# vga_render

### config.mk
export PLATFORM = sky130hd
export DESIGN_NAME = vga_render
export DESIGN_NICKNAME = d
export VERILOG_FILES = /design/src/rtl/snake_pkg.sv /design/src/rtl/vga_timing.sv /design/src/rtl/vga_render.sv
export SDC_FILE = /design/constraint.sdc
export NUM_CORES = 2
export LEC_CHECK = 0
export ABC_AREA = 1
export CORE_MARGIN = 2
export CORE_UTILIZATION = 30
export CTS_CLUSTER_SIZE = 10
export DETAILED_ROUTE_END_ITERATION = 12
export PLACE_DENSITY = 0.48
export SYNTH_ARGS = -nofsm -noshare
export SYNTH_HDL_FRONTEND = slang
export SYNTH_SLANG_ARGS = --single-unit
export TNS_END_PERCENT = 20
### constraint.sdc
create_clock -name clk -period 2.7 [get_ports clk]
set_clock_uncertainty 0.05 [all_clocks]
set_input_delay 0.81 -clock clk [delete_from_list [all_inputs] [get_ports clk]]
set_output_delay 0.81 -clock clk [all_outputs]
set_load 0.02 [all_outputs]
### src/rtl/snake_pkg.sv
// Shared constants for the snake game display path: game states,
// directions, grid geometry, 640x480@60 VGA timing, colours, scan FSM.
package snake_pkg;

  localparam logic [1:0] GS_RUNNING = 2'b00;
  localparam logic [1:0] GS_DIE     = 2'b01;
  localparam logic [1:0] GS_INITIAL = 2'b10;

  localparam logic [1:0] DIR_UP    = 2'b00;
  localparam logic [1:0] DIR_DOWN  = 2'b01;
  localparam logic [1:0] DIR_LEFT  = 2'b10;
  localparam logic [1:0] DIR_RIGHT = 2'b11;

  localparam int GRID_W  = 32;
  localparam int GRID_H  = 24;
  localparam int CELL    = 20;
  localparam int MAX_LEN = 64;

  localparam logic [4:0] CELL_LAST = 5'(CELL - 1);
  localparam logic [5:0] COL_LAST  = 6'(GRID_W - 1);
  localparam logic [4:0] ROW_LAST  = 5'(GRID_H - 1);

  localparam logic [9:0] H_ACTIVE = 10'd640;
  localparam logic [9:0] H_FP     = 10'd16;
  localparam logic [9:0] H_SYNC   = 10'd96;
  localparam logic [9:0] H_BP     = 10'd48;
  localparam logic [9:0] H_TOTAL  = H_ACTIVE + H_FP + H_SYNC + H_BP;

  localparam logic [9:0] V_ACTIVE = 10'd480;
  localparam logic [9:0] V_FP     = 10'd10;
  localparam logic [9:0] V_SYNC   = 10'd2;
  localparam logic [9:0] V_BP     = 10'd33;
  localparam logic [9:0] V_TOTAL  = V_ACTIVE + V_FP + V_SYNC + V_BP;

  localparam logic [11:0] COL_BLACK    = 12'h000;
  localparam logic [11:0] COL_WHITE    = 12'hFFF;
  localparam logic [11:0] COL_FOOD     = 12'hF00;
  localparam logic [11:0] COL_HEAD_RUN = 12'h0A0;
  localparam logic [11:0] COL_HEAD_DIE = 12'hF80;
  localparam logic [11:0] COL_BODY_RUN = 12'h0F0;
  localparam logic [11:0] COL_BODY_DIE = 12'h840;
  localparam logic [11:0] COL_GRID     = 12'h222;

  typedef enum logic [1:0] {
    SCAN_IDLE,
    SCAN_CAPTURE,
    SCAN_CLEAR,
    SCAN_FILL
  } scan_t;

endpackage

### src/rtl/vga_timing.sv
// 640x480@60 counters, cell sub-counters, raw syncs, active, frame_start.
// Ports: clk, rst (async active-low) in; h, v, cell_x/y, active, grid,
// hs_raw, vs_raw, frame_start out. Grid flag only with VGA_GRID_EN.
module vga_timing
  import snake_pkg::*;
(
  input  logic       clk,
  input  logic       rst,
  output logic [9:0] h,
  output logic [9:0] v,
  output logic [5:0] cell_x,
  output logic [4:0] cell_y,
  output logic       active,
  output logic       grid,
  output logic       hs_raw,
  output logic       vs_raw,
  output logic       frame_start
);

  localparam logic [9:0] HS_BEG = H_ACTIVE + H_FP;
  localparam logic [9:0] HS_END = HS_BEG + H_SYNC;
  localparam logic [9:0] VS_BEG = V_ACTIVE + V_FP;
  localparam logic [9:0] VS_END = VS_BEG + V_SYNC;

  logic [4:0] px_x;
  logic [4:0] px_y;
  logic       h_end;
  logic       v_end;

  assign h_end = (h == H_TOTAL - 10'd1);
  assign v_end = (v == V_TOTAL - 10'd1);

  always_ff @(posedge clk or negedge rst) begin
    if (!rst) begin
      h      <= '0;
      v      <= '0;
      px_x   <= '0;
      px_y   <= '0;
      cell_x <= '0;
      cell_y <= '0;
    end else begin
      if (h_end) begin
        h      <= '0;
        px_x   <= '0;
        cell_x <= '0;
      end else begin
        h <= h + 10'd1;
        if (px_x == CELL_LAST) begin
          px_x   <= '0;
          cell_x <= cell_x + 6'd1;
        end else begin
          px_x <= px_x + 5'd1;
        end
      end
      if (h_end) begin
        if (v_end) begin
          v      <= '0;
          px_y   <= '0;
          cell_y <= '0;
        end else begin
          v <= v + 10'd1;
          if (px_y == CELL_LAST) begin
            px_y   <= '0;
            cell_y <= cell_y + 5'd1;
          end else begin
            px_y <= px_y + 5'd1;
          end
        end
      end
    end
  end

  assign active      = (h < H_ACTIVE) && (v < V_ACTIVE);
  assign hs_raw      = !((h >= HS_BEG) && (h < HS_END));
  assign vs_raw      = !((v >= VS_BEG) && (v < VS_END));
  assign frame_start = (h == 10'd0) && (v == 10'd0);

`ifdef VGA_GRID_EN
  assign grid = (px_x == 5'd0) || (px_y == 5'd0);
`else
  assign grid = 1'b0;
`endif

endmodule

### src/rtl/vga_render.sv
// Snake display: vblank snapshot + 32x24 bitmap rebuild, RGB444 out.
// Ports: clk, rst (async active-low), game inputs in; vga, syncs,
// frame_start out (2-cycle pipe). Optional grid lines: VGA_GRID_EN.
module vga_render
  import snake_pkg::*;
(
  input  logic                   clk,
  input  logic                   rst,
  input  logic [1:0]             game_state,
  input  logic [5:0]             snake_length,
  input  logic [5*MAX_LEN-1:0]   snake_x_1dim,
  input  logic [5*MAX_LEN-1:0]   snake_y_1dim,
  input  logic [4:0]             food_x,
  input  logic [4:0]             food_y,
  output logic [11:0]            vga,
  output logic                   h_sync,
  output logic                   v_sync,
  output logic                   frame_start
);

  localparam logic [5:0] CLR_LAST = 6'(GRID_H - 1);

  logic [9:0] t_h;
  logic [9:0] t_v;
  logic [5:0] t_cell_x;
  logic [4:0] t_cell_y;
  logic       t_active;
  logic       t_grid;
  logic       t_hs;
  logic       t_vs;
  logic       t_fs;

  vga_timing u_timing (
    .clk         (clk),
    .rst         (rst),
    .h           (t_h),
    .v           (t_v),
    .cell_x      (t_cell_x),
    .cell_y      (t_cell_y),
    .active      (t_active),
    .grid        (t_grid),
    .hs_raw      (t_hs),
    .vs_raw      (t_vs),
    .frame_start (t_fs)
  );

  logic                 snap_vld;
  logic [1:0]           snap_state;
  logic [5:0]           snap_len;
  logic [5*MAX_LEN-1:0] snap_x;
  logic [5*MAX_LEN-1:0] snap_y;
  logic [4:0]           snap_fx;
  logic [4:0]           snap_fy;

  logic [GRID_W-1:0] bitmap [GRID_H];

  scan_t      state;
  scan_t      state_nxt;
  logic [5:0] idx;
  logic [5:0] idx_nxt;
  logic [8:0] seg_base;
  logic [4:0] fill_x;
  logic [4:0] fill_y;

  always_ff @(posedge clk or negedge rst) begin
    if (!rst) begin
      state <= SCAN_IDLE;
      idx   <= '0;
    end else begin
      state <= state_nxt;
      idx   <= idx_nxt;
    end
  end

  always_comb begin
    state_nxt = state;
    idx_nxt   = idx;
    unique case (state)
      SCAN_IDLE: begin
        if (t_h == 10'd0 && t_v == V_ACTIVE)
          state_nxt = SCAN_CAPTURE;
      end
      SCAN_CAPTURE: begin
        state_nxt = SCAN_CLEAR;
        idx_nxt   = '0;
      end
      SCAN_CLEAR: begin
        if (idx == CLR_LAST) begin
          idx_nxt   = '0;
          state_nxt = (snap_len == 6'd0) ? SCAN_IDLE : SCAN_FILL;
        end else begin
          idx_nxt = idx + 6'd1;
        end
      end
      SCAN_FILL: begin
        if (idx == snap_len - 6'd1) begin
          idx_nxt   = '0;
          state_nxt = SCAN_IDLE;
        end else begin
          idx_nxt = idx + 6'd1;
        end
      end
      default: state_nxt = SCAN_IDLE;
    endcase
  end

  assign seg_base = 9'(idx) * 9'd5;
  assign fill_x   = snap_x[seg_base +: 5];
  assign fill_y   = snap_y[seg_base +: 5];

  always_ff @(posedge clk or negedge rst) begin
    if (!rst) begin
      snap_vld   <= 1'b0;
      snap_state <= '0;
      snap_len   <= '0;
      snap_x     <= '0;
      snap_y     <= '0;
      snap_fx    <= '0;
      snap_fy    <= '0;
    end else if (state == SCAN_CAPTURE) begin
      snap_vld   <= 1'b1;
      snap_state <= game_state;
      snap_len   <= snake_length;
      snap_x     <= snake_x_1dim;
      snap_y     <= snake_y_1dim;
      snap_fx    <= food_x;
      snap_fy    <= food_y;
    end
  end

  always_ff @(posedge clk or negedge rst) begin
    if (!rst) begin
      for (int r = 0; r < GRID_H; r++)
        bitmap[r] <= '0;
    end else if (state == SCAN_CLEAR) begin
      bitmap[idx[4:0]] <= '0;
    end else if (state == SCAN_FILL && fill_y <= ROW_LAST) begin
      bitmap[fill_y][fill_x] <= 1'b1;
    end
  end

  logic bm_bit;
  logic ring;
  logic food_hit;
  logic head_hit;

  always_comb begin
    bm_bit = 1'b0;
    if (t_active)
      bm_bit = bitmap[t_cell_y][t_cell_x[4:0]];
  end

  assign ring = (t_cell_x == 6'd0) || (t_cell_x == COL_LAST) ||
                (t_cell_y == 5'd0) || (t_cell_y == ROW_LAST);
  assign food_hit = (t_cell_x == {1'b0, snap_fx}) &&
                    (t_cell_y == snap_fy);
  assign head_hit = (snap_len != 6'd0) &&
                    (t_cell_x == {1'b0, snap_x[4:0]}) &&
                    (t_cell_y == snap_y[4:0]);

  logic s1_act, s1_vld, s1_init, s1_die;
  logic s1_ring, s1_food, s1_head, s1_body, s1_grid;
  logic s1_hs, s1_vs, s1_fs;

  always_ff @(posedge clk or negedge rst) begin
    if (!rst) begin
      s1_act  <= 1'b0;
      s1_vld  <= 1'b0;
      s1_init <= 1'b0;
      s1_die  <= 1'b0;
      s1_ring <= 1'b0;
      s1_food <= 1'b0;
      s1_head <= 1'b0;
      s1_body <= 1'b0;
      s1_grid <= 1'b0;
      s1_hs   <= 1'b1;
      s1_vs   <= 1'b1;
      s1_fs   <= 1'b0;
    end else begin
      s1_act  <= t_active;
      s1_vld  <= snap_vld;
      s1_init <= (snap_state == GS_INITIAL) || (snap_state == 2'b11);
      s1_die  <= (snap_state == GS_DIE);
      s1_ring <= ring;
      s1_food <= food_hit;
      s1_head <= head_hit;
      s1_body <= bm_bit;
      s1_grid <= t_grid;
      s1_hs   <= t_hs;
      s1_vs   <= t_vs;
      s1_fs   <= t_fs;
    end
  end

  logic [11:0] col;

  // Before the first rebuild the snapshot is all zeros, which would
  // otherwise paint a food cell at (0,0); hold the play area black.
  always_comb begin
    col = COL_BLACK;
    if (!s1_act || !s1_vld)
      col = COL_BLACK;
    else if (s1_init)
      col = s1_ring ? COL_WHITE : COL_BLACK;
    else if (s1_food)
      col = COL_FOOD;
    else if (s1_head)
      col = s1_die ? COL_HEAD_DIE : COL_HEAD_RUN;
    else if (s1_body)
      col = s1_die ? COL_BODY_DIE : COL_BODY_RUN;
    else if (s1_grid)
      col = COL_GRID;
  end

  always_ff @(posedge clk or negedge rst) begin
    if (!rst) begin
      vga         <= COL_BLACK;
      h_sync      <= 1'b1;
      v_sync      <= 1'b1;
      frame_start <= 1'b0;
    end else begin
      vga         <= col;
      h_sync      <= s1_hs;
      v_sync      <= s1_vs;
      frame_start <= s1_fs;
    end
  end

endmodule
# icache_assoc

### src/rtl/icache_assoc.sv
// Set-associative instruction cache (1 or 2 ways) with LRU replacement, word-by-word
// block fill over the iREN/iwait handshake, flush, and saturating hit/miss counters.
module icache_assoc #(
  parameter int unsigned WAYS        = 2,
  parameter int unsigned SETS        = 8,
  parameter int unsigned BLOCK_WORDS = 2,
  parameter int unsigned CNT_W       = 32
) (
  input  logic             CLK,
  input  logic             RST,
  input  logic             imemREN,
  input  logic [31:0]      imemaddr,
  input  logic             flush,
  output logic             ihit,
  output logic [31:0]      imemload,
  output logic             iREN,
  output logic [31:0]      iaddr,
  input  logic             iwait,
  input  logic [31:0]      iload,
  output logic [CNT_W-1:0] hit_count,
  output logic [CNT_W-1:0] miss_count
);

  localparam int unsigned WOB    = $clog2(BLOCK_WORDS);
  localparam int unsigned WOW    = (WOB > 0) ? WOB : 1;
  localparam int unsigned IW     = $clog2(SETS);
  localparam int unsigned TW     = 30 - WOB - IW;
  localparam int unsigned IDX_SH = 2 + WOB;
  localparam int unsigned TAG_SH = 2 + WOB + IW;
  localparam int unsigned LAST   = BLOCK_WORDS - 1;

  typedef enum logic {S_IDLE, S_FILL} state_e;

  state_e             state_q;
  logic [SETS-1:0]    valid_q [WAYS];
  logic [TW-1:0]      tag_q   [WAYS][SETS];
  logic [31:0]        data_q  [WAYS][SETS][BLOCK_WORDS];
  logic [SETS-1:0]    lru_q;
  logic [TW-1:0]      ftag_q;
  logic [IW-1:0]      fidx_q;
  logic [WOW-1:0]     cnt_q;
  logic [31:0]        buf_q [BLOCK_WORDS];
  logic [CNT_W-1:0]   hit_cnt_q;
  logic [CNT_W-1:0]   miss_cnt_q;

  logic [TW-1:0]      req_tag;
  logic [IW-1:0]      req_idx;
  logic [WOW-1:0]     req_wo;
  logic [1:0]         way_hit;
  logic               lookup_hit;
  logic               hit_way;
  logic               victim;
  logic               word_acc;
  logic               fill_done;

  // Address decomposition of the incoming fetch
  always_comb begin
    req_tag = TW'(imemaddr >> TAG_SH);
    req_idx = IW'(imemaddr >> IDX_SH);
    req_wo  = (WOB > 0) ? WOW'(imemaddr >> 2) : '0;
  end

  // Tag compare across ways; way 0 wins if both somehow match
  always_comb begin
    way_hit = '0;
    for (int unsigned w = 0; w < WAYS; w++) begin
      way_hit[w] = valid_q[w][req_idx] && (tag_q[w][req_idx] == req_tag);
    end
    lookup_hit = |way_hit;
    hit_way    = (WAYS == 2) && !way_hit[0];
    ihit       = imemREN && (state_q == S_IDLE) && !flush && lookup_hit;
    imemload   = ihit ? data_q[hit_way][req_idx][req_wo] : 32'd0;
  end

  // Replacement choice for the set being filled: free way first, else LRU
  always_comb begin
    victim = 1'b0;
    if (WAYS == 2) begin
      if (!valid_q[0][fidx_q]) begin
        victim = 1'b0;
      end else if (!valid_q[WAYS-1][fidx_q]) begin
        victim = 1'b1;
      end else begin
        victim = lru_q[fidx_q];
      end
    end
  end

  always_comb begin
    word_acc  = (state_q == S_FILL) && !iwait && !flush && !RST;
    fill_done = word_acc && (cnt_q == WOW'(LAST));
    iREN      = (state_q == S_FILL);
    iaddr     = 32'd0;
    if (state_q == S_FILL) begin
      iaddr = (32'(ftag_q) << TAG_SH) | (32'(fidx_q) << IDX_SH);
      if (WOB > 0) begin
        iaddr = iaddr | (32'(cnt_q) << 2);
      end
    end
    hit_count  = hit_cnt_q;
    miss_count = miss_cnt_q;
  end

  // Control state: FSM, valid/tag/LRU, counters
  always_ff @(posedge CLK) begin
    if (RST) begin
      state_q    <= S_IDLE;
      for (int unsigned w = 0; w < WAYS; w++) begin
        valid_q[w] <= '0;
      end
      lru_q      <= '0;
      ftag_q     <= '0;
      fidx_q     <= '0;
      cnt_q      <= '0;
      hit_cnt_q  <= '0;
      miss_cnt_q <= '0;
    end else begin
      if (ihit) begin
        if (WAYS == 2) begin
          lru_q[req_idx] <= ~hit_way;
        end
        if (hit_cnt_q != {CNT_W{1'b1}}) begin
          hit_cnt_q <= hit_cnt_q + CNT_W'(1);
        end
      end
      if (flush) begin
        for (int unsigned w = 0; w < WAYS; w++) begin
          valid_q[w] <= '0;
        end
        state_q <= S_IDLE;
        cnt_q   <= '0;
      end else begin
        case (state_q)
          S_IDLE: begin
            if (imemREN && !lookup_hit) begin
              ftag_q  <= req_tag;
              fidx_q  <= req_idx;
              cnt_q   <= '0;
              state_q <= S_FILL;
            end
          end
          S_FILL: begin
            if (!iwait) begin
              if (cnt_q == WOW'(LAST)) begin
                valid_q[victim][fidx_q] <= 1'b1;
                tag_q[victim][fidx_q]   <= ftag_q;
                if (WAYS == 2) begin
                  lru_q[fidx_q] <= ~victim;
                end
                if (miss_cnt_q != {CNT_W{1'b1}}) begin
                  miss_cnt_q <= miss_cnt_q + CNT_W'(1);
                end
                cnt_q   <= '0;
                state_q <= S_IDLE;
              end else begin
                cnt_q <= cnt_q + WOW'(1);
              end
            end
          end
          default: state_q <= S_IDLE;
        endcase
      end
    end
  end

  // Fill buffer and data arrays carry no reset; the last word goes straight from iload
  always_ff @(posedge CLK) begin
    if (word_acc) begin
      buf_q[cnt_q] <= iload;
    end
    if (fill_done) begin
      for (int unsigned k = 0; k < BLOCK_WORDS; k++) begin
        data_q[victim][fidx_q][k] <= (k == LAST) ? iload : buf_q[k];
      end
    end
  end

endmodule
### config.mk
export PLATFORM = sky130hd
export DESIGN_NAME = icache_assoc
export DESIGN_NICKNAME = d
export VERILOG_FILES = /design/src/rtl/icache_assoc.sv
export SDC_FILE = /design/constraint.sdc
export NUM_CORES = 2
export LEC_CHECK = 0
export ABC_AREA = 1
export CAP_MARGIN = 20
export CELL_PAD_IN_SITES_DETAIL_PLACEMENT = 1
export CELL_PAD_IN_SITES_GLOBAL_PLACEMENT = 1
export CORE_MARGIN = 8
export CORE_UTILIZATION = 45
export DETAILED_ROUTE_END_ITERATION = 16
export PLACE_DENSITY_LB_ADDON = 0.1
export SLEW_MARGIN = 20
export SYNTH_ARGS = -nofsm -noshare
export SYNTH_HDL_FRONTEND = slang
export SYNTH_SLANG_ARGS = --single-unit
### constraint.sdc
create_clock -name CLK -period 8 [get_ports CLK]
set_input_delay 1.6 -clock CLK [delete_from_list [all_inputs] [get_ports CLK]]
set_output_delay 1.6 -clock CLK [all_outputs]
set_load 0.01 [all_outputs]
# nnet_core_arbiter

--- src/rtl/nnet_arb_pkg.sv ---
// Shared types and constants for the two-requester neural-net core arbiter.
package nnet_arb_pkg;

    typedef enum logic [1:0] {
        IDLE  = 2'd0,
        BUSY0 = 2'd1,
        BUSY1 = 2'd2
    } arb_state_t;

    localparam int HEADER_WIDTH_DEFAULT = 128;

    // Tag = {requester id, CHDR header}; the id occupies the MSB.
    localparam int TAG_WIDTH = HEADER_WIDTH_DEFAULT + 1;

    function automatic int tag_width(input int header_width);
        return header_width + 1;
    endfunction

endpackage

--- src/rtl/nnet_tag_fifo.sv ---
// In-order tag FIFO: one entry per packet granted into the core, popped when
// that packet's result leaves the core.
module nnet_tag_fifo #(
    parameter int WIDTH      = 129,
    parameter int DEPTH_LOG2 = 2
) (
    input  logic                  clk,
    input  logic                  reset,
    input  logic                  clear,
    input  logic                  push,
    input  logic [WIDTH-1:0]      push_data,
    input  logic                  pop,
    output logic [WIDTH-1:0]      head,
    output logic                  empty,
    output logic                  full,
    output logic [DEPTH_LOG2:0]   occupied
);

    localparam int DEPTH = 1 << DEPTH_LOG2;

    logic [WIDTH-1:0]      mem [DEPTH];
    logic [DEPTH_LOG2-1:0] wr_ptr;
    logic [DEPTH_LOG2-1:0] rd_ptr;
    logic                  do_push;
    logic                  do_pop;

    assign do_push = push && !full;
    assign do_pop  = pop && !empty;

    // NOTE: sequential state uses <= so every flop samples pre-edge values.
    always_ff @(posedge clk or negedge reset) begin
        if (!reset) begin
            wr_ptr   <= '0;
            rd_ptr   <= '0;
            occupied <= '0;
        end else if (clear) begin
            wr_ptr   <= '0;
            rd_ptr   <= '0;
            occupied <= '0;
        end else begin
            if (do_push) wr_ptr <= wr_ptr + 1'b1;
            if (do_pop)  rd_ptr <= rd_ptr + 1'b1;
            case ({do_push, do_pop})
                2'b10:   occupied <= occupied + 1'b1;
                2'b01:   occupied <= occupied - 1'b1;
                default: ;
            endcase
        end
    end

    // NOTE: storage has no reset; the pointers and count alone define validity.
    always_ff @(posedge clk) begin
        if (do_push) mem[wr_ptr] <= push_data;
    end

    assign head  = mem[rd_ptr];
    assign empty = (occupied == '0);
    assign full  = occupied[DEPTH_LOG2];

endmodule

--- src/rtl/nnet_core_arbiter.sv ---
// Shares one HLS core between two requesters: whole-packet round-robin on the
// way in, tag-directed routing with the saved header on the way out.
module nnet_core_arbiter
    import nnet_arb_pkg::*;
#(
    parameter int WIDTH         = 16,
    parameter int HEADER_WIDTH  = 128,
    parameter int INFLIGHT_LOG2 = 2
) (
    input  logic                      clk,
    input  logic                      reset,
    input  logic                      clear,
    input  logic [2*WIDTH-1:0]        in0_tdata,
    input  logic [HEADER_WIDTH-1:0]   in0_tuser,
    input  logic                      in0_tlast,
    input  logic                      in0_tvalid,
    output logic                      in0_tready,
    input  logic [2*WIDTH-1:0]        in1_tdata,
    input  logic [HEADER_WIDTH-1:0]   in1_tuser,
    input  logic                      in1_tlast,
    input  logic                      in1_tvalid,
    output logic                      in1_tready,
    output logic [2*WIDTH-1:0]        m_axis_data_tdata,
    output logic                      m_axis_data_tlast,
    output logic                      m_axis_data_tvalid,
    input  logic                      m_axis_data_tready,
    input  logic [2*WIDTH-1:0]        s_axis_data_tdata,
    input  logic                      s_axis_data_tlast,
    input  logic                      s_axis_data_tvalid,
    output logic                      s_axis_data_tready,
    output logic [2*WIDTH-1:0]        out0_tdata,
    output logic [HEADER_WIDTH-1:0]   out0_tuser,
    output logic                      out0_tlast,
    output logic                      out0_tvalid,
    input  logic                      out0_tready,
    output logic [2*WIDTH-1:0]        out1_tdata,
    output logic [HEADER_WIDTH-1:0]   out1_tuser,
    output logic                      out1_tlast,
    output logic                      out1_tvalid,
    input  logic                      out1_tready,
    output logic [INFLIGHT_LOG2:0]    inflight,
    output logic                      err_orphan
);

    localparam int TW = tag_width(HEADER_WIDTH);

    arb_state_t              state;
    arb_state_t              state_nxt;
    logic                    last_grant;
    logic                    last_grant_nxt;
    logic                    grant1;
    logic                    tag_push;
    logic [TW-1:0]           tag_push_data;
    logic                    tag_pop;
    logic [TW-1:0]           tag_head;
    logic                    tag_empty;
    logic                    tag_full;
    logic                    head_id;
    logic [HEADER_WIDTH-1:0] head_hdr;

    nnet_tag_fifo #(
        .WIDTH      (TW),
        .DEPTH_LOG2 (INFLIGHT_LOG2)
    ) u_tag_fifo (
        .clk       (clk),
        .reset     (reset),
        .clear     (clear),
        .push      (tag_push),
        .push_data (tag_push_data),
        .pop       (tag_pop),
        .head      (tag_head),
        .empty     (tag_empty),
        .full      (tag_full),
        .occupied  (inflight)
    );

    // last_grant resets to 1 so that in0 wins the first tie.
    always_ff @(posedge clk or negedge reset) begin
        if (!reset) begin
            state      <= IDLE;
            last_grant <= 1'b1;
            err_orphan <= 1'b0;
        end else if (clear) begin
            state      <= IDLE;
            last_grant <= 1'b1;
            err_orphan <= 1'b0;
        end else begin
            state      <= state_nxt;
            last_grant <= last_grant_nxt;
            if (s_axis_data_tvalid && tag_empty) err_orphan <= 1'b1;
        end
    end

    // NOTE: every output of this block gets a default first, so no latches.
    always_comb begin
        state_nxt          = state;
        last_grant_nxt     = last_grant;
        grant1             = 1'b0;
        tag_push           = 1'b0;
        tag_push_data      = '0;
        in0_tready         = 1'b0;
        in1_tready         = 1'b0;
        m_axis_data_tvalid = 1'b0;
        m_axis_data_tdata  = '0;
        m_axis_data_tlast  = 1'b0;
        case (state)
            IDLE: begin
                // Grant uses the registered count: a same-cycle pop cannot free a slot.
                if (!tag_full && (in0_tvalid || in1_tvalid)) begin
                    grant1         = in1_tvalid && (!in0_tvalid || !last_grant);
                    tag_push       = 1'b1;
                    tag_push_data  = grant1 ? {1'b1, in1_tuser} : {1'b0, in0_tuser};
                    state_nxt      = grant1 ? BUSY1 : BUSY0;
                    last_grant_nxt = grant1;
                end
            end
            BUSY0: begin
                m_axis_data_tvalid = in0_tvalid;
                m_axis_data_tdata  = in0_tdata;
                m_axis_data_tlast  = in0_tlast;
                in0_tready         = m_axis_data_tready;
                if (in0_tvalid && m_axis_data_tready && in0_tlast) state_nxt = IDLE;
            end
            BUSY1: begin
                m_axis_data_tvalid = in1_tvalid;
                m_axis_data_tdata  = in1_tdata;
                m_axis_data_tlast  = in1_tlast;
                in1_tready         = m_axis_data_tready;
                if (in1_tvalid && m_axis_data_tready && in1_tlast) state_nxt = IDLE;
            end
            default: state_nxt = IDLE;
        endcase
    end

    assign {head_id, head_hdr} = tag_head;

    // With no tag outstanding the core is stalled rather than dropped.
    always_comb begin
        s_axis_data_tready = 1'b0;
        out0_tvalid        = 1'b0;
        out1_tvalid        = 1'b0;
        if (!tag_empty) begin
            if (head_id) begin
                out1_tvalid        = s_axis_data_tvalid;
                s_axis_data_tready = out1_tready;
            end else begin
                out0_tvalid        = s_axis_data_tvalid;
                s_axis_data_tready = out0_tready;
            end
        end
    end

    assign tag_pop    = s_axis_data_tvalid && s_axis_data_tready && s_axis_data_tlast;
    assign out0_tdata = s_axis_data_tdata;
    assign out0_tlast = s_axis_data_tlast;
    assign out0_tuser = head_hdr;
    assign out1_tdata = s_axis_data_tdata;
    assign out1_tlast = s_axis_data_tlast;
    assign out1_tuser = head_hdr;

endmodule

--- config.mk ---
export PLATFORM = sky130hd
export DESIGN_NAME = nnet_core_arbiter
export DESIGN_NICKNAME = d
export VERILOG_FILES = /design/src/rtl/nnet_arb_pkg.sv /design/src/rtl/nnet_tag_fifo.sv /design/src/rtl/nnet_core_arbiter.sv
export SDC_FILE = /design/constraint.sdc
export NUM_CORES = 1
export LEC_CHECK = 0
export CAP_MARGIN = 40
export CELL_PAD_IN_SITES_DETAIL_PLACEMENT = 2
export CELL_PAD_IN_SITES_GLOBAL_PLACEMENT = 2
export CORE_AREA = 3 3 281 283
export CTS_CLUSTER_DIAMETER = 200
export DETAILED_ROUTE_END_ITERATION = 10
export DIE_AREA = 0 0 284 286
export PLACE_DENSITY = 0.74
export SLEW_MARGIN = 20
export SYNTH_ARGS = -nofsm -noshare
export SYNTH_HDL_FRONTEND = slang
export SYNTH_SLANG_ARGS = --single-unit
--- constraint.sdc ---
create_clock -name clk -period 6.66 [get_ports clk]
set_input_delay 1.665 -clock clk [delete_from_list [all_inputs] [get_ports clk]]
set_output_delay 1.665 -clock clk [all_outputs]
set_load 0.02 [all_outputs]
# dram_sequencer

## src/rtl/dram_sequencer.sv

```systemverilog
// DRAM timing sequencer for the FastRAM array: row/column mux, RAS/CAS/OE/WE
// strobes for 68000 accesses, and CAS-before-RAS refresh slotted into idle bus time.
module dram_sequencer #(
  parameter int unsigned REFRESH_INTERVAL = 110,
  parameter int unsigned MAX_DEBT         = 7,
  parameter int unsigned TRP              = 1
) (
  input  logic        CLK,
  input  logic        RESETn,
  input  logic        ASn,
  input  logic        UDSn,
  input  logic        LDSn,
  input  logic        RWn,
  input  logic        ram_sel,
  input  logic [22:1] ADDR,
  output logic [11:0] MADDR,
  output logic        RASn,
  output logic        UCASn,
  output logic        LCASn,
  output logic        OEn,
  output logic        MEMWn,
  output logic        refresh_pending,
  output logic        refresh_overrun
);

  localparam int unsigned CNT_W  = (REFRESH_INTERVAL > 1) ? $clog2(REFRESH_INTERVAL) : 1;
  localparam int unsigned DEBT_W = $clog2(MAX_DEBT + 1);
  localparam int unsigned PRE_W  = (TRP > 1) ? $clog2(TRP) : 1;

  typedef enum logic [2:0] {
    IDLE, ROW, COL, CAS, REF_CAS, REF_RAS1, REF_RAS2, PRE
  } state_t;

  state_t             state, state_nxt;
  logic [CNT_W-1:0]   int_cnt;
  logic [DEBT_W-1:0]  debt, debt_nxt;
  logic [PRE_W-1:0]   pre_cnt;
  logic [11:0]        maddr_nxt;
  logic               ras_nxt, ucas_nxt, lcas_nxt, oe_nxt, memw_nxt;
  logic               tc, ref_start, debt_max, overrun_set;

  logic [11:0] row_addr;
  logic [11:0] col_addr;
  assign row_addr = ADDR[22:11];
  assign col_addr = {2'b00, ADDR[10:1]};

  // Next state and next registered strobe/address values
  always_comb begin
    state_nxt = state;
    maddr_nxt = MADDR;
    ras_nxt   = 1'b1;
    ucas_nxt  = 1'b1;
    lcas_nxt  = 1'b1;
    oe_nxt    = 1'b1;
    memw_nxt  = 1'b1;
    case (state)
      IDLE: begin
        maddr_nxt = row_addr;
        if (!ASn && ram_sel) begin
          state_nxt = ROW;
          ras_nxt   = 1'b0;
        end else if (ASn && (debt != '0)) begin
          state_nxt = REF_CAS;
          ucas_nxt  = 1'b0;
          lcas_nxt  = 1'b0;
        end
      end
      ROW: begin
        if (ASn) begin
          state_nxt = PRE;
        end else begin
          state_nxt = COL;
          ras_nxt   = 1'b0;
          maddr_nxt = col_addr;
        end
      end
      COL: begin
        if (ASn) begin
          state_nxt = PRE;
        end else begin
          ras_nxt = 1'b0;
          if (!UDSn || !LDSn) begin
            state_nxt = CAS;
            ucas_nxt  = UDSn;
            lcas_nxt  = LDSn;
            oe_nxt    = !RWn;
            memw_nxt  = RWn;
          end
        end
      end
      CAS: begin
        if (ASn) begin
          state_nxt = PRE;
        end else begin
          ras_nxt  = 1'b0;
          ucas_nxt = UCASn;
          lcas_nxt = LCASn;
          oe_nxt   = OEn;
          memw_nxt = MEMWn;
        end
      end
      REF_CAS: begin
        state_nxt = REF_RAS1;
        ras_nxt   = 1'b0;
        ucas_nxt  = 1'b0;
        lcas_nxt  = 1'b0;
      end
      REF_RAS1: begin
        state_nxt = REF_RAS2;
        ras_nxt   = 1'b0;
        ucas_nxt  = 1'b0;
        lcas_nxt  = 1'b0;
      end
      REF_RAS2: begin
        state_nxt = PRE;
      end
      PRE: begin
        maddr_nxt = row_addr;
        if (pre_cnt == PRE_W'(TRP - 1)) state_nxt = IDLE;
      end
      default: state_nxt = IDLE;
    endcase
  end

  // State and strobe registers; strobes drop to inactive the moment reset asserts
  always_ff @(posedge CLK or negedge RESETn) begin
    if (!RESETn) begin
      state <= IDLE;
      MADDR <= '0;
      RASn  <= 1'b1;
      UCASn <= 1'b1;
      LCASn <= 1'b1;
      OEn   <= 1'b1;
      MEMWn <= 1'b1;
    end else begin
      state <= state_nxt;
      MADDR <= maddr_nxt;
      RASn  <= ras_nxt;
      UCASn <= ucas_nxt;
      LCASn <= lcas_nxt;
      OEn   <= oe_nxt;
      MEMWn <= memw_nxt;
    end
  end

  assign tc          = (int_cnt == CNT_W'(REFRESH_INTERVAL - 1));
  assign ref_start   = (state == IDLE) && (state_nxt == REF_CAS);
  assign debt_max    = (debt == DEBT_W'(MAX_DEBT));
  assign overrun_set = tc && debt_max && !ref_start;

  // Refresh debt: credit at terminal count, debit on each refresh start
  always_comb begin
    debt_nxt = debt;
    if (tc && !ref_start && !debt_max) debt_nxt = debt + DEBT_W'(1);
    else if (!tc && ref_start)         debt_nxt = debt - DEBT_W'(1);
  end

  // Interval, debt, precharge counters and refresh status flags
  always_ff @(posedge CLK or negedge RESETn) begin
    if (!RESETn) begin
      int_cnt         <= '0;
      debt            <= '0;
      pre_cnt         <= '0;
      refresh_pending <= 1'b0;
      refresh_overrun <= 1'b0;
    end else begin
      int_cnt         <= tc ? '0 : int_cnt + CNT_W'(1);
      debt            <= debt_nxt;
      pre_cnt         <= (state == PRE) ? pre_cnt + PRE_W'(1) : '0;
      refresh_pending <= (debt_nxt != '0);
      if (overrun_set) refresh_overrun <= 1'b1;
    end
  end

endmodule

```

## config.mk

```make
export PLATFORM = sky130hd
export DESIGN_NAME = dram_sequencer
export DESIGN_NICKNAME = d
export VERILOG_FILES = /design/src/rtl/dram_sequencer.sv
export SDC_FILE = /design/constraint.sdc
export NUM_CORES = 1
export LEC_CHECK = 0
export ABC_AREA = 1
export CORE_ASPECT_RATIO = 0.7
export CORE_MARGIN = 3
export CORE_UTILIZATION = 40
export DETAILED_ROUTE_END_ITERATION = 16
export PLACE_DENSITY = 0.67
export SLEW_MARGIN = 40
export SYNTH_ARGS = -nofsm -noshare
export SYNTH_HDL_FRONTEND = slang
export SYNTH_SLANG_ARGS = --single-unit
```

## constraint.sdc

```tcl
create_clock -name CLK -period 2 [get_ports CLK]
set_clock_uncertainty 0.05 [all_clocks]
set_input_delay 0.2 -clock CLK [delete_from_list [all_inputs] [get_ports CLK]]
set_output_delay 0.2 -clock CLK [all_outputs]
set_load 0.02 [all_outputs]
```

==> vga_render/congestion.png <==
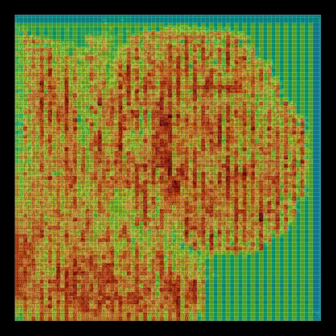
Global Route met1 Usage: 0.391
global-route met2 utilization: 0.454
GR Layer Usage met3: 0.0463
layer carrying the most global-route usage: met2
final cell utilization of the core: 0.406

==> vga_render/layer_met1.png <==
(1 px per µm) Supply wires on this layer in grey.
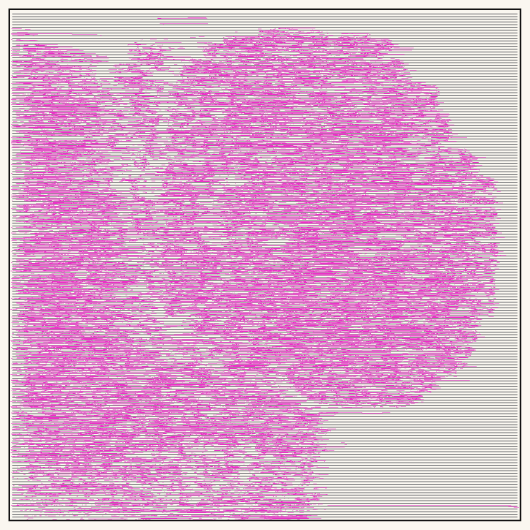
wire length on this layer = 163 mm
longest straight run = 184 µm
main direction = horizontal

==> impl_summary.log, vga_render <==
[metrics] run summary
[metrics] Layout clock buffers: roughly 270
[metrics] biggest area cells: dfrtp_1 (49%), nand2_1 (18%), nand3_1 (6.6%)
[metrics] Sequential cell area: around 37000 µm²
[metrics] Tcrit/Tclk final: 1.23
[metrics] number of setup buffers added after CTS: 5
[metrics] # port buffers: 674
[metrics] number of flip-flops under the largest register name: between 700 and 800
[metrics] Die Height: between 500 and 600 µm
[metrics] end of the worst register-to-register path: bitmap[522]
[metrics] Min Hold Slack: 306 ps
[metrics] transition time at the pin with the least slew margin: ~900 ps
[metrics] cell type contributing the most total cell area after synthesis: dfrtp_1
[metrics] final setup violation count: about 790
[metrics] outcome: finished, violations left
[metrics] Antenna diodes: 21
[metrics] Comb pwr share: 0.037
[metrics] non-clock buffer share of cell area: 0.180
[metrics] routed wl met3: roughly 30 mm
[metrics] Final Slew Violations: 0
[metrics] maximum count of clock buffers along a single path: 3
[metrics] Net count, final: ~12k
[metrics] worst skew pair latency: about 880 ps
[metrics] Reg2Reg Depth: 17
[metrics] design internal power: roughly 0.036 W
[metrics] maximum clock frequency: about 300 MHz
[metrics] Area-dominant class: registers
[metrics] metal2 WL: between 150 and 200 mm
[metrics] total track usage: 0.289
[metrics] Pre-Repair DR Iteration Count: 6
[metrics] kind of critical path: reg2reg
[metrics] non-clock buffer count in the final layout: about 1.7k
[metrics] Post-Place Worst Slack: -1140 ps
[metrics] Tmin final: 3320 ps
[metrics] failing checks: negative setup slack
[metrics] Seq/total area: 0.363
[metrics] Slew headroom: 0.398
[metrics] post-synth top area share: 0.487
[metrics] Critical Path End Type: flop
[metrics] worst setup path endpoint: bitmap[522]
[metrics] highest routed layer: met5
[metrics] worst IR drop on VDD: roughly 0.77 mV
[metrics] Post-synth EDFFs: 0
[metrics] boundary pin count: between 600 and 700
[metrics] mux frac, synth: 0
[metrics] worst hold path endpoint: h_sync
[metrics] power spent charging and discharging nets: ~0.011 W
[metrics] DRC violation count after routing: 0
[metrics] Chip Footprint: 260000 µm²
[metrics] Routed Antenna Nets: 0
[metrics] final worst slack: -624 ps
[metrics] Power, Total: 0.0479 W
[metrics] cells after synthesis: approximately 11k
[metrics] Cell Count Post-Placement: between 10k and 15k
[metrics] area of all placed cells without fillers: ~100000 µm²
[metrics] area fraction in full adders, half adders and majority gates: 0.00245
[metrics] slack of the worst reg-to-reg path: -620 ps
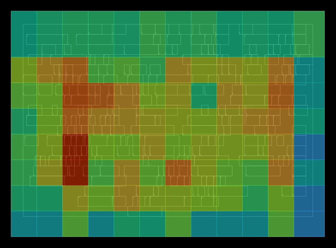
(dram_sequencer/congestion.png)
post-DR wirelength/cell: 12.6 µm
global-route met2 utilization: 0.229
layer carrying the most global-route usage: met1
total track usage: 0.160

==> impl_summary.log, dram_sequencer <==
[metrics] run summary
[metrics] area of all placed cells without fillers: between 2000 and 2500 µm²
[metrics] Stages on worst setup path: 13
[metrics] non-clock buffer count in the final layout: 51
[metrics] Post-Place Worst Slack: between 100 and 150 ps
[metrics] design internal power: between 0.0015 and 0.002 W
[metrics] layout filler cell count: roughly 360
[metrics] distinct lib cells: 32
[metrics] CP cell instances: inv_1, ha_1, ha_1, inv_1, nand2_1, nand3_4, nand2_1, nor2_2, nand3_1, nand3_1, nand2_1, nor2_1, nand2_1
[metrics] Cell Count Post-Placement: 294
[metrics] power spent charging and discharging nets: ~0.0013 W
[metrics] data arrival time at the worst-slack endpoint: 1900 ps
[metrics] Switching Share: 0.421
[metrics] first-pass GRT wire length: between 6 and 7 mm
[metrics] biggest area cells: dfrtp_1 (41%), dfstp_2 (7.7%), nand3_1 (5.9%)
[metrics] pin count of the biggest net entering global routing: 34
[metrics] outcome: completed
[metrics] cells after synthesis: about 200
[metrics] yosys stat chip area: approximately 1700 µm²
[metrics] Sequential cell area: between 800 and 900 µm²
[metrics] Comb. pwr: approximately 0.0015 W
[metrics] total negative slack: 0 ps
[metrics] area of the mapped netlist: about 1700 µm²
[metrics] maximum count of clock buffers along a single path: 2
[metrics] Min Hold Slack: ~270 ps
[metrics] Net count, final: 284
[metrics] number of placement rows: 19
[metrics] vias in the first global route: ~1.4k
[metrics] final worst slack: ~210 ps
[metrics] seq pwr: around 0.0011 W
[metrics] Final Slew Violations: 0
[metrics] area fraction in full adders, half adders and majority gates: 0.0440
[metrics] XOR/XNOR Fraction of Synth Area: 0.0103
[metrics] Power, Total: ~0.0031 W
[metrics] number of logged tool warnings: 28
[metrics] worst flop-to-flop path startpoint: debt[0]
[metrics] path class of the lowest-slack min-delay path: in2async
[metrics] CP peak stage delay: 350 ps
[metrics] Inserted Clock Buffers: 5
[metrics] static leakage: 1.07 nW
[metrics] clock network power consumption: a little under 0.0005 W
[metrics] DRC violation count after routing: 0
[metrics] Resized Gates After CTS: 0
[metrics] Finished Layout Cells: ~300
[metrics] Synthesis Warnings: 0
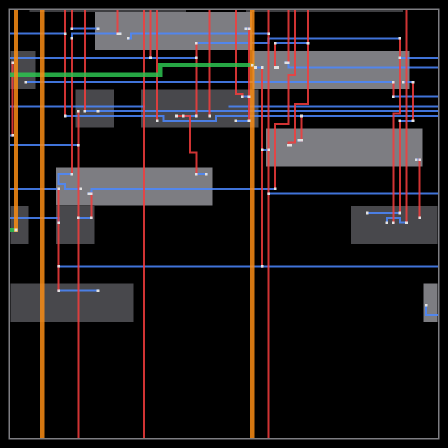
(nnet_core_arbiter/detail.png)
Region (127, 185) to (157, 215) µm. Cells in grey, sequential cells in the stronger grey; small squares are vias.
green -> metal 3
red -> metal 2
orange -> metal 4
blue -> metal 1
cells with their middle in the window = 9
netlist names of flops here include = u_tag_fifo.mem (4)
most frequent = edfxtp_1 (4), mux4_2 (2), buf_4 (2)
sequential cells in the window = 4

==> nnet_core_arbiter/congestion.png <==
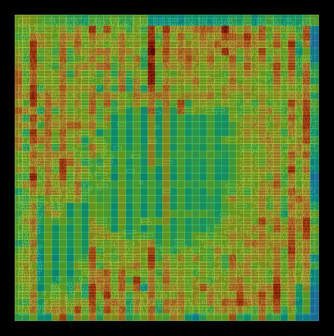
total track usage: 0.174
post-DR wirelength/cell: 24.2 µm
global-route met2 utilization: 0.321
layer carrying the most global-route usage: met2
GR Layer Usage met3: 0.0385

==> impl_summary.log, nnet_core_arbiter <==
[metrics] run summary
[metrics] outcome: completed
[metrics] worst hold path endpoint: err_orphan
[metrics] Top cells excl fill/tap: clkdlybuf4s50_1 (632), edfxtp_1 (516), nand2_1 (263)
[metrics] biggest area cells: edfxtp_1 (67%), mux4_2 (13%), buf_4 (6.4%)
[metrics] layout filler cell count: ~7.6k
[metrics] fraction of area in multi-input gates: 0.177
[metrics] Min Hold Slack: between 500 and 600 ps
[metrics] final-layout clock-cell area share: 0.0565
[metrics] boundary pin count: 729
[metrics] Area-dominant class: registers
[metrics] dominant cell by count in the synthesized netlist: edfxtp_1
[metrics] top register by number of flip-flops: u_tag_fifo.mem
[metrics] share of synthesized cell area in and, or, nand and nor gates: 0.0595
[metrics] growth of design area from synthesis to finish: 34.4%
[metrics] routed wl met3: between 3 and 4 mm
[metrics] pin count of the biggest net entering global routing: around 120
[metrics] Inserted Clock Buffers: ~56
[metrics] flip-flops: about 530
[metrics] Post-Syn Nets: approximately 1.8k
[metrics] Chip Footprint: ~81000 µm²
[metrics] kind of cell with the highest combined delay on the critical path: multiplexers
[metrics] Final Routed Wirelength: between 70 and 80 mm
[metrics] post-synthesis sequential element count: approximately 530
[metrics] Synth Seq Share: 0.685
[metrics] area fraction in full adders, half adders and majority gates: 0.00467
[metrics] power spent charging and discharging nets: 0.00470 W
[metrics] clock network power consumption: about 0.003 W
[metrics] most used flip-flop cell: edfxtp_1
[metrics] worst hold path depth: 2
[metrics] critical path data required time: around 5000 ps
[metrics] ranking of synthesized cells by instance count: edfxtp_1 (516), nand2_1 (264), buf_4 (195)
[metrics] largest clock skew in the final design: about 11 ps
[metrics] cell type contributing the most total cell area after synthesis: edfxtp_1
[metrics] Clock power frac: 0.220
[metrics] worst IR drop on VDD: 0.204 mV
[metrics] vias in the first global route: approximately 16k
[metrics] Comb gate area: between 5000 and 6000 µm²
[metrics] startpoint types: flop
[metrics] most common library cell in the layout ignoring fill and taps: clkdlybuf4s50_1
[metrics] worst skew pair latency: around 590 ps
[metrics] maximum clock frequency: just over 200 MHz
[metrics] data arrival time at the worst-slack endpoint: 3290 ps
[metrics] end of the worst register-to-register path: u_tag_fifo.mem[2][49]
[metrics] tap cell count: 1040
[metrics] Inverters excl. clock: 5
[metrics] seq pwr: about 0.0051 W
[metrics] power density relative to cell area: 440 nW/µm²
[metrics] DRC violation count after routing: 0
[metrics] total core area: 77000 µm²
[metrics] kind of critical path: reg2out
[metrics] number of endpoints with negative hold slack in the final report: 0
[metrics] Net count, final: ~2.3k
[metrics] final cell utilization of the core: 0.402
==> icache_assoc/congestion.png <==
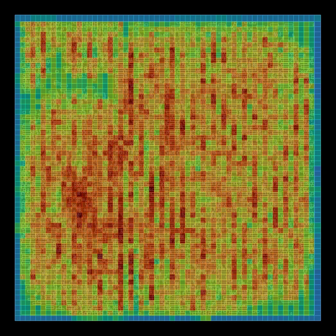
layer carrying the most global-route usage: met2
GR Layer Usage met3: 0.0435
post-DR wirelength/cell: 26.4 µm
total track usage: 0.285

==> icache_assoc/layer_met1.png <==
(1 px per µm) Supply wires on this layer in grey.
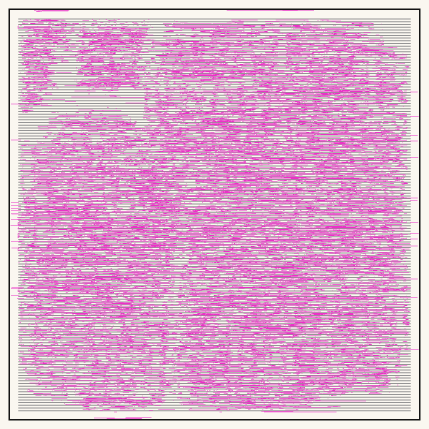
share of all routed wire = 40%
wire length on this layer = 97.6 mm

==> impl_summary.log, icache_assoc <==
[metrics] run summary
[metrics] Switching Share: 0.224
[metrics] clock network power consumption: between 0.007 and 0.008 W
[metrics] number of max-cap violations: 0
[metrics] boundary pin count: ~200
[metrics] Reg2Reg Depth: 9
[metrics] Comb gate area: a little under 20000 µm²
[metrics] master of the slowest instance on the critical path: clkdlybuf4s50_1
[metrics] number of flip-flops under the largest register name: ~1k
[metrics] tap cell count: roughly 2.0k
[metrics] Stages on worst setup path: 25
[metrics] area fraction in full adders, half adders and majority gates: 0.000360
[metrics] highest routed layer: met5
[metrics] outcome: completed
[metrics] DP Wirelength: between 100 and 150 mm
[metrics] Min Hold Slack: 479 ps
[metrics] top register by number of flip-flops: data_q
[metrics] biggest area cells: edfxtp_1 (64%), nand2_1 (12%), nand3_1 (7.4%)
[metrics] worst setup path endpoint: imemload[29]
[metrics] Final Routed Wirelength: ~240 mm
[metrics] power density relative to cell area: between 200 and 250 nW/µm²
[metrics] Synth Seq Share: 0.671
[metrics] CTS tree: yes
[metrics] flip-flops: between 1.5k and 2k
[metrics] worst hold path depth: 2
[metrics] non-clock buffer count in the final layout: 453
[metrics] Max Fanout on Critical Path: 39
[metrics] clock edge transition at the registers on the reported setup and hold paths: ~60 ps
[metrics] design internal power: between 0.01 and 0.015 W
[metrics] Dominant comb cell: simple AND/OR/NAND/NOR gates
[metrics] first-pass GRT wire length: about 360 mm
[metrics] unrepaired setup endpoints after global routing: false
[metrics] transition time at the pin with the least slew margin: 1140 ps
[metrics] Hold Startpoint: lru_q[2]
[metrics] post-synthesis sequential element count: between 1.5k and 2k
[metrics] Clock power frac: 0.439
[metrics] layout filler cell count: around 17k
[metrics] final-layout clock-cell area share: 0.0672
[metrics] detailed-route vias per instance: approximately 5.7
[metrics] Synthesis Warnings: 0
[metrics] area of the mapped netlist: 69500 µm²
[metrics] share of synthesized cell area in and, or, nand and nor gates: 0.231
[metrics] yosys stat chip area: 69500 µm²
[metrics] critical path data required time: roughly 6400 ps
[metrics] final cell utilization of the core: 0.525
[metrics] Area-dominant class: registers
[metrics] non-clock buffer share of cell area: 0.0601
[metrics] launch point of the worst path: imemaddr[3]
[metrics] routed wl met3: approximately 16 mm
[metrics] number of logged tool warnings: 35
[metrics] CP dominant cell by count: nand2_1
[metrics] startpoint types: input pin
[metrics] number of setup buffers added after CTS: 3
[metrics] leftover overflow at the end of global routing: 0
[metrics] Tcrit/Tclk final: 0.949
[metrics] Resized Gates After CTS: 3
[metrics] Power, Total: 0.0175 W
[metrics] Tmin final: approximately 7600 ps


## Gallery

Wiring by layer.
(a)
(1 px per µm) Two of the layers only.
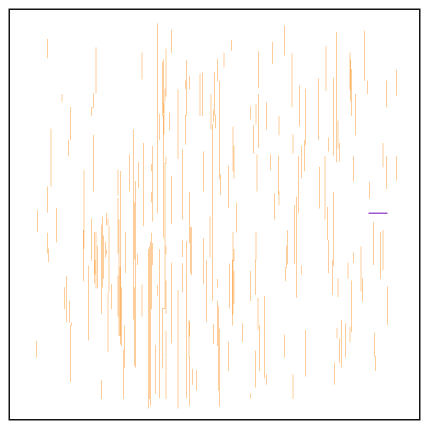
(b)
(1 px per µm) Two of the layers only.
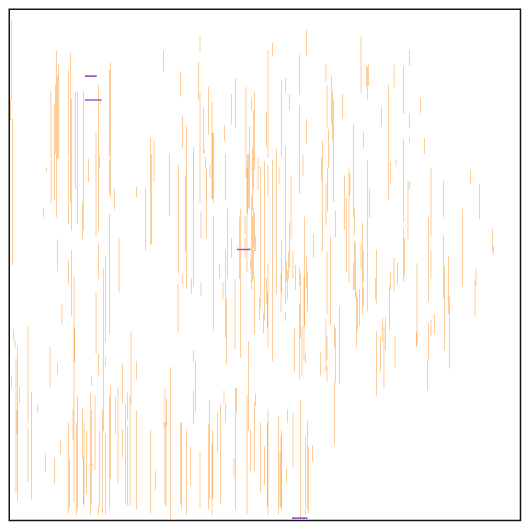
(c)
(4 px per µm) Two of the layers only.
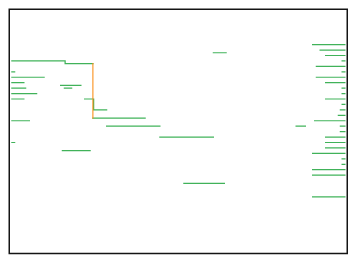
(d)
(1 px per µm) Two of the layers only.
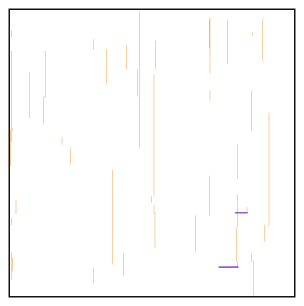
(c) is dram_sequencer.
(b) is vga_render.
(a) is icache_assoc.
(d) is nnet_core_arbiter.
- largest die: (b)

Power and IR drop assume default switching activity.
